######## block 1 ########
**Block 1: routed clock nets over the placement**

Scale: 8 px per um.
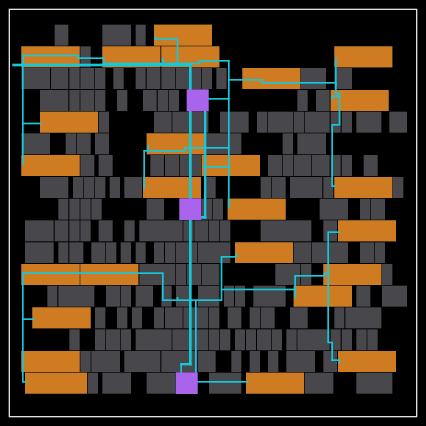

## src/rtl/uart_tx_if.sv

```systemverilog
// Byte-wide producer-to-transmitter handshake for the UART transmit path.
// valid/ready: a byte moves on any rising edge where tx_valid and tx_ready are both 1;
// the producer holds tx_valid and tx_data stable until that edge, and tx_valid never waits on tx_ready.
interface uart_tx_if;
  logic [7:0] tx_data;
  logic       tx_valid;
  logic       tx_ready;

  modport master (output tx_data, output tx_valid, input tx_ready);
  modport slave  (input tx_data, input tx_valid, output tx_ready);
endinterface

```

## src/rtl/uart_tx.sv

```systemverilog
// 8N1 UART transmitter with a single byte holding register.
// RsTx comes straight from a flop; the falling start-bit edge follows the accept edge by one cycle.
module uart_tx #(
  parameter int CLK_FREQ_HZ = 100_000_000,
  parameter int BAUD_RATE   = 115_200
) (
  input  logic        clk,
  input  logic        reset,
  uart_tx_if.slave    tx,
  output logic        tx_busy,
  output logic        RsTx,
  output logic [1:0]  dbg_state
);

  localparam int CLKS_PER_BIT = CLK_FREQ_HZ / BAUD_RATE;
  localparam int CW           = $clog2(CLKS_PER_BIT);
  localparam logic [CW-1:0] LAST_CNT = CW'(CLKS_PER_BIT - 1);

  typedef enum logic [1:0] {
    IDLE  = 2'd0,
    START = 2'd1,
    DATA  = 2'd2,
    STOP  = 2'd3
  } state_t;

  state_t        state;
  logic [CW-1:0] baud_cnt;
  logic [2:0]    bit_idx;
  logic [7:0]    shift_q;
  logic          bit_done;

  assign bit_done    = (baud_cnt == LAST_CNT);
  // Ready is gated by reset so a producer can never see a handshake during reset.
  assign tx.tx_ready = reset && (state == IDLE);
  assign dbg_state   = state;

  always_ff @(posedge clk) begin
    if (!reset) begin
      state    <= IDLE;
      baud_cnt <= '0;
      bit_idx  <= '0;
      shift_q  <= '0;
      RsTx     <= 1'b1;
      tx_busy  <= 1'b0;
    end else begin
      case (state)
        IDLE: begin
          RsTx    <= 1'b1;
          tx_busy <= 1'b0;
          if (tx.tx_valid) begin
            shift_q  <= tx.tx_data;
            baud_cnt <= '0;
            bit_idx  <= '0;
            tx_busy  <= 1'b1;
            state    <= START;
          end
        end
        START: begin
          RsTx <= 1'b0;
          if (bit_done) begin
            baud_cnt <= '0;
            state    <= DATA;
          end else begin
            baud_cnt <= baud_cnt + 1'b1;
          end
        end
        DATA: begin
          RsTx <= shift_q[0];
          if (bit_done) begin
            baud_cnt <= '0;
            shift_q  <= shift_q >> 1;
            if (bit_idx == 3'd7) begin
              state <= STOP;
            end else begin
              bit_idx <= bit_idx + 1'b1;
            end
          end else begin
            baud_cnt <= baud_cnt + 1'b1;
          end
        end
        STOP: begin
          // The line stays high into IDLE, which stretches the stop bit by one cycle.
          RsTx <= 1'b1;
          if (bit_done) begin
            baud_cnt <= '0;
            tx_busy  <= 1'b0;
            state    <= IDLE;
          end else begin
            baud_cnt <= baud_cnt + 1'b1;
          end
        end
        default: begin
          state <= IDLE;
        end
      endcase
    end
  end

endmodule

```

## src/flat_wrapper.sv

```systemverilog
// flat-port wrapper written by rule: the top's interface ports become plain ports
module uart_tx_flat 
#(
  parameter int CLK_FREQ_HZ = 100_000_000,
  parameter int BAUD_RATE   = 115_200
)
  (clk, reset, tx_busy, RsTx, dbg_state, tx_tx_data, tx_tx_valid, tx_tx_ready);
  uart_tx_if tx_i ();
  input  logic clk;
  input  logic reset;
  output logic tx_busy;
  output logic RsTx;
  output logic [1:0] dbg_state;
  input wire logic [$bits(tx_i.tx_data)-1:0] tx_tx_data;
  input wire logic [$bits(tx_i.tx_valid)-1:0] tx_tx_valid;
  output wire logic [$bits(tx_i.tx_ready)-1:0] tx_tx_ready;
  assign tx_i.tx_data = tx_tx_data;
  assign tx_i.tx_valid = tx_tx_valid;
  assign tx_tx_ready = tx_i.tx_ready;
  uart_tx #(.CLK_FREQ_HZ(CLK_FREQ_HZ), .BAUD_RATE(BAUD_RATE)) u_core (.clk(clk), .reset(reset), .tx(tx_i), .tx_busy(tx_busy), .RsTx(RsTx), .dbg_state(dbg_state));
endmodule
```

## config.mk

```make
export PLATFORM = sky130hd
export DESIGN_NAME = uart_tx_flat
export DESIGN_NICKNAME = d
export VERILOG_FILES = /design/src/rtl/uart_tx_if.sv /design/src/rtl/uart_tx.sv /design/src/flat_wrapper.sv
export SDC_FILE = /design/constraint.sdc
export NUM_CORES = 1
export LEC_CHECK = 0
export ABC_AREA = 1
export CAP_MARGIN = 40
export CORE_UTILIZATION = 59
export DETAILED_ROUTE_END_ITERATION = 16
export GPL_TIMING_DRIVEN = 0
export MAX_ROUTING_LAYER = met4
export PLACE_DENSITY = 0.83
export SLEW_MARGIN = 25
export SYNTH_ARGS = -nofsm -noshare
export SYNTH_HDL_FRONTEND = slang
export SYNTH_SLANG_ARGS = --single-unit
```

## constraint.sdc

```tcl
create_clock -name clk -period 2.4 [get_ports clk]
set_input_delay 0.72 -clock clk [delete_from_list [all_inputs] [get_ports clk]]
set_output_delay 0.72 -clock clk [all_outputs]
set_load 0.03 [all_outputs]
```

######## block 2 ########
===== config.mk =====
export PLATFORM = sky130hd
export DESIGN_NAME = mcycle_ctrl
export DESIGN_NICKNAME = d
export VERILOG_FILES = /design/src/rtl/mcycle_ctrl.sv
export SDC_FILE = /design/constraint.sdc
export NUM_CORES = 1
export LEC_CHECK = 0
export ABC_CLOCK_PERIOD_IN_PS = 5400
export CORE_AREA = 5 5 42 44
export DETAILED_ROUTE_END_ITERATION = 10
export DIE_AREA = 0 0 47 49
export GPL_ROUTABILITY_DRIVEN = 1
export GPL_TIMING_DRIVEN = 0
export PLACE_DENSITY = 0.75
export SLEW_MARGIN = 40
export SYNTH_ARGS = -nofsm -noshare
export SYNTH_HDL_FRONTEND = slang
export SYNTH_SLANG_ARGS = --single-unit

===== constraint.sdc =====
create_clock -name clk -period 5.4 [get_ports clk]
set_clock_uncertainty 0.15 [all_clocks]
set_input_delay 0.81 -clock clk [delete_from_list [all_inputs] [get_ports clk]]
set_output_delay 0.81 -clock clk [all_outputs]
set_load 0.01 [all_outputs]

===== src/rtl/mcycle_ctrl.sv =====
`default_nettype none
// ============================================================================
// Module   : mcycle_ctrl
// Brief    : Multicycle MIPS32 control sequencer (Fetch/Decode/Execute/Memory/
//            Writeback) with stall, optional memory handshake and an
//            illegal-opcode trap. Define CTRL_PERF_EN for cycle/retire counters.
// Revision : 1.0
// ============================================================================
module mcycle_ctrl #(
    parameter int MEM_HS = 1,
    parameter int CNT_W  = 32
) (
    input  logic             clk,
    input  logic             clr,
    input  logic [5:0]       op,
    input  logic             stall,
    input  logic             mem_ready,
    output logic [2:0]       state,
    output logic             imem_rd,
    output logic             ir_we,
    output logic             pc_we,
    output logic             pc_br_we,
    output logic             pc_jmp_we,
    output logic             alu_en,
    output logic             dmem_rd,
    output logic             dmem_wr,
    output logic             reg_we,
    output logic             retire,
`ifdef CTRL_PERF_EN
    output logic             err,
    output logic [CNT_W-1:0] cyc_cnt,
    output logic [CNT_W-1:0] ret_cnt
`else
    output logic             err
`endif
);

    typedef enum logic [2:0] {
        S_INIT   = 3'b000,
        S_FETCH  = 3'b001,
        S_DECD   = 3'b010,
        S_EXE    = 3'b011,
        S_OPMEM  = 3'b100,
        S_WRBACK = 3'b101,
        S_ERR    = 3'b110,
        S_BAD    = 3'b111
    } state_t;

    localparam logic [5:0] c_OP_RTYPE = 6'b000000;
    localparam logic [5:0] c_OP_J     = 6'b000010;
    localparam logic [5:0] c_OP_JAL   = 6'b000011;
    localparam logic [5:0] c_OP_BEQ   = 6'b000100;
    localparam logic [5:0] c_OP_BNE   = 6'b000101;
    localparam logic [5:0] c_OP_ADDI  = 6'b001000;
    localparam logic [5:0] c_OP_SLTI  = 6'b001010;
    localparam logic [5:0] c_OP_ANDI  = 6'b001100;
    localparam logic [5:0] c_OP_ORI   = 6'b001101;
    localparam logic [5:0] c_OP_LUI   = 6'b001111;
    localparam logic [5:0] c_OP_LW    = 6'b100011;
    localparam logic [5:0] c_OP_SW    = 6'b101011;

    if (CNT_W < 1) begin : g_cnt_w_check
        $error("CNT_W must be at least 1");
    end

    state_t r_state;
    state_t w_next;
    logic   w_adv;
    logic   w_is_br;
    logic   w_is_lw;
    logic   w_is_sw;
    logic   w_is_jmp;
    logic   w_needs_exe;

    assign w_is_br  = (op == c_OP_BEQ) || (op == c_OP_BNE);
    assign w_is_lw  = (op == c_OP_LW);
    assign w_is_sw  = (op == c_OP_SW);
    assign w_is_jmp = (op == c_OP_J) || (op == c_OP_JAL);
    assign w_needs_exe = (op == c_OP_RTYPE) || w_is_br || (op == c_OP_ADDI) ||
                         (op == c_OP_SLTI) || (op == c_OP_ANDI) || (op == c_OP_ORI) ||
                         (op == c_OP_LUI) || w_is_lw || w_is_sw;

    // Memory-facing stages additionally wait for the handshake when it is enabled.
    assign w_adv = !stall &&
                   (((r_state != S_FETCH) && (r_state != S_OPMEM)) ||
                    (MEM_HS == 0) || mem_ready);

    always_comb begin
        w_next = r_state;
        if (r_state == S_BAD) begin
            w_next = S_INIT;
        end else if (w_adv) begin
            case (r_state)
                S_INIT:   w_next = S_FETCH;
                S_FETCH:  w_next = S_DECD;
                S_DECD: begin
                    if (op == c_OP_J)        w_next = S_FETCH;
                    else if (op == c_OP_JAL) w_next = S_WRBACK;
                    else if (w_needs_exe)    w_next = S_EXE;
                    else                     w_next = S_ERR;
                end
                S_EXE: begin
                    if (w_is_br)                 w_next = S_FETCH;
                    else if (w_is_lw || w_is_sw) w_next = S_OPMEM;
                    else                         w_next = S_WRBACK;
                end
                S_OPMEM:  w_next = w_is_lw ? S_WRBACK : S_FETCH;
                S_WRBACK: w_next = S_FETCH;
                S_ERR:    w_next = S_ERR;
                default:  w_next = S_INIT;
            endcase
        end
    end

    always_ff @(posedge clk) begin
        if (clr) r_state <= S_INIT;
        else     r_state <= w_next;
    end

    always_comb begin
        imem_rd   = 1'b0;
        ir_we     = 1'b0;
        pc_we     = 1'b0;
        pc_br_we  = 1'b0;
        pc_jmp_we = 1'b0;
        alu_en    = 1'b0;
        dmem_rd   = 1'b0;
        dmem_wr   = 1'b0;
        reg_we    = 1'b0;
        if (!clr && !stall) begin
            case (r_state)
                S_FETCH: begin
                    imem_rd = 1'b1;
                    ir_we   = w_adv;
                    pc_we   = w_adv;
                end
                S_DECD:   pc_jmp_we = w_is_jmp;
                S_EXE: begin
                    alu_en   = 1'b1;
                    pc_br_we = w_is_br;
                end
                S_OPMEM: begin
                    dmem_rd = w_is_lw;
                    dmem_wr = w_is_sw;
                end
                S_WRBACK: reg_we = 1'b1;
                default:  ;
            endcase
        end
    end

    // Leaving Init for the first Fetch is not the end of an instruction.
    assign retire = !clr && w_adv && (r_state != S_INIT) && (r_state != S_BAD) &&
                    (w_next == S_FETCH);
    assign err    = !clr && (r_state == S_ERR);
    assign state  = r_state;

`ifdef CTRL_PERF_EN
    logic [CNT_W-1:0] r_cyc_cnt;
    logic [CNT_W-1:0] r_ret_cnt;

    always_ff @(posedge clk) begin
        if (clr) begin
            r_cyc_cnt <= '0;
            r_ret_cnt <= '0;
        end else begin
            r_cyc_cnt <= r_cyc_cnt + CNT_W'(1);
            if (retire) r_ret_cnt <= r_ret_cnt + CNT_W'(1);
        end
    end

    assign cyc_cnt = r_cyc_cnt;
    assign ret_cnt = r_ret_cnt;
`endif

endmodule
`default_nettype wire


**Block 2: track usage over the die**

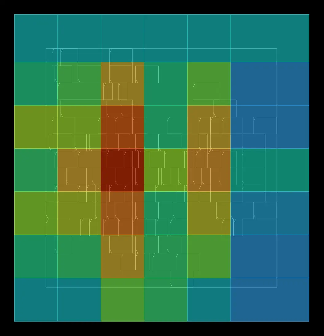
GR peak layer: met2
GR Util met2: 18.3%
M3 GR Usage: 1.85%
GR Layer Usage met1: 16.2%
Avg WL per Cell: 12.5 um

==> deck_impl_summary.md, block 2 <==
Physical Implementation Snapshot

Finish
  • Post-Layout Cell Count: 110
  • Number of multi-input logic gates: 58
  • Share of cells above drive strength 1: 6.38%
  • Most numerous logic cell after layout: clkdlybuf4s50_1
  • Non-clock inverter count: 2
  • Area grow syn2layout: 58.8%

Global route
  • GRT Overall Usage: 12.6%

Yosys
  • Avg Cell Area, Syn: 6.66 um^2
  • Yosys adder share: 2.21%
  • Number of library cell types mapped by synthesis: 34
  • Post-Synth XOR/XNOR Area: 1.93%
  • Area leader, netlist: dfxtp_1
  • Main area contributors: dfxtp_1 13%, nor2_1 8.3%, nor3_1 4.4%
  • EDFF count, synth: 0

Worst setup path
  • Worst setup path endpoint: retire
  • Worst R2R Start: state[0]

STA
  • Final setup violation count: 0

Clock tree
  • Clock Pin Slew Worst Setup and Hold Paths: 0.04 ns

Floorplan
  • Die Ht: 49 um
  • FP Rows: 14

Power and ir drop
  • Peak VDD IR: 0.142 mV
  • Int Pwr: 75.2 uW
  • Power Total: 113 uW

Outcome
  • Status: finished clean

Route
  • DRC errors left: 0
  • First DRT Iteration DRCs: 22
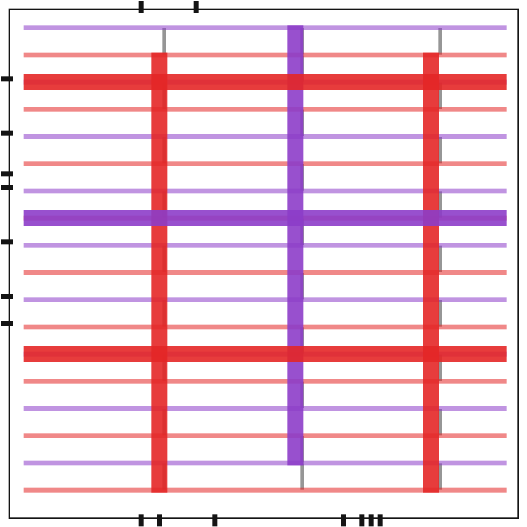
**Above:** block 1 (PDN straps and rails).
Scale: 10 px per um. Pins as bars on the die edge. Tap cells in gray.
purple -> VDD
red -> VSS
signal pins = 16
rows = 17

## Picture notes: 'routed clock nets over the placement' of block 1
purple -> clock-net drivers  # count 3
orange -> flip-flops  # count 25
cyan -> clock wires  # length 312 um
flops lie = spread over the die

==> deck_impl_summary.md, block 1 <==
Physical Implementation Snapshot

Outcome
  • Status: finished clean

Power and ir drop
  • Psw: 671 uW
  • Sw frac: 43.5%
  • Power Density: 963 nW/um^2

Worst hold path
  • Worst Hold Class: reg2reg
  • Hold Crit Endpoint: u_core.shift_q[0]

Yosys
  • Synth top cell by count: nand2_1
  • Synth cell count leaders: 47 x nand2_1, 25 x dfxtp_1, 22 x nor2_1
  • Syn nets: 208
  • Area leader, netlist: dfxtp_1

Floorplan
  • FP Rows: 17
  • Starting density of the core: 62.7%

Global route
  • Initial antenna violation count: 0

Route
  • Via Count: 1237

Clock tree
  • Max Root-Sink Buffers: 2
  • Root Buffer: clkbuf_4

Finish
  • Bufs w/o clock: 19

Worst setup path
  • CP Launch Type: register


==> screenshots <==
Routed metal, one color a layer.
Scale: 10 px per um.
(a)
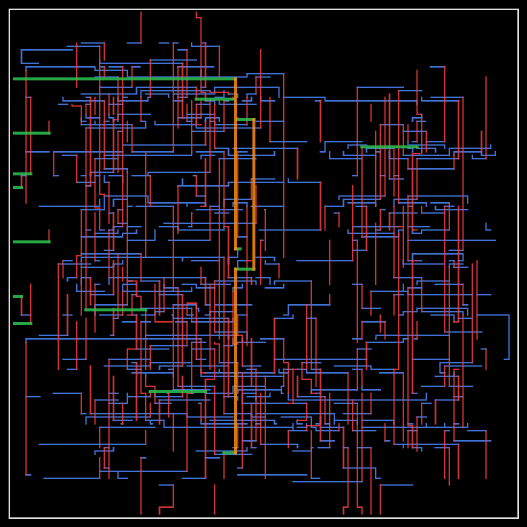
(b)
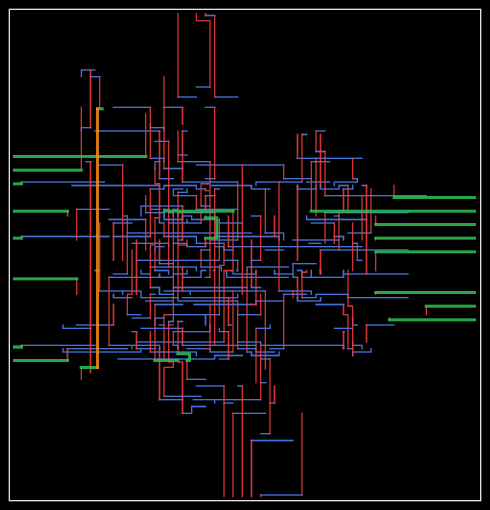
(a) comes from block 1.
(b) comes from block 2.
Of these, most wire: (a)

Power figures rest on the tool's default switching activity, not on a simulated workload.
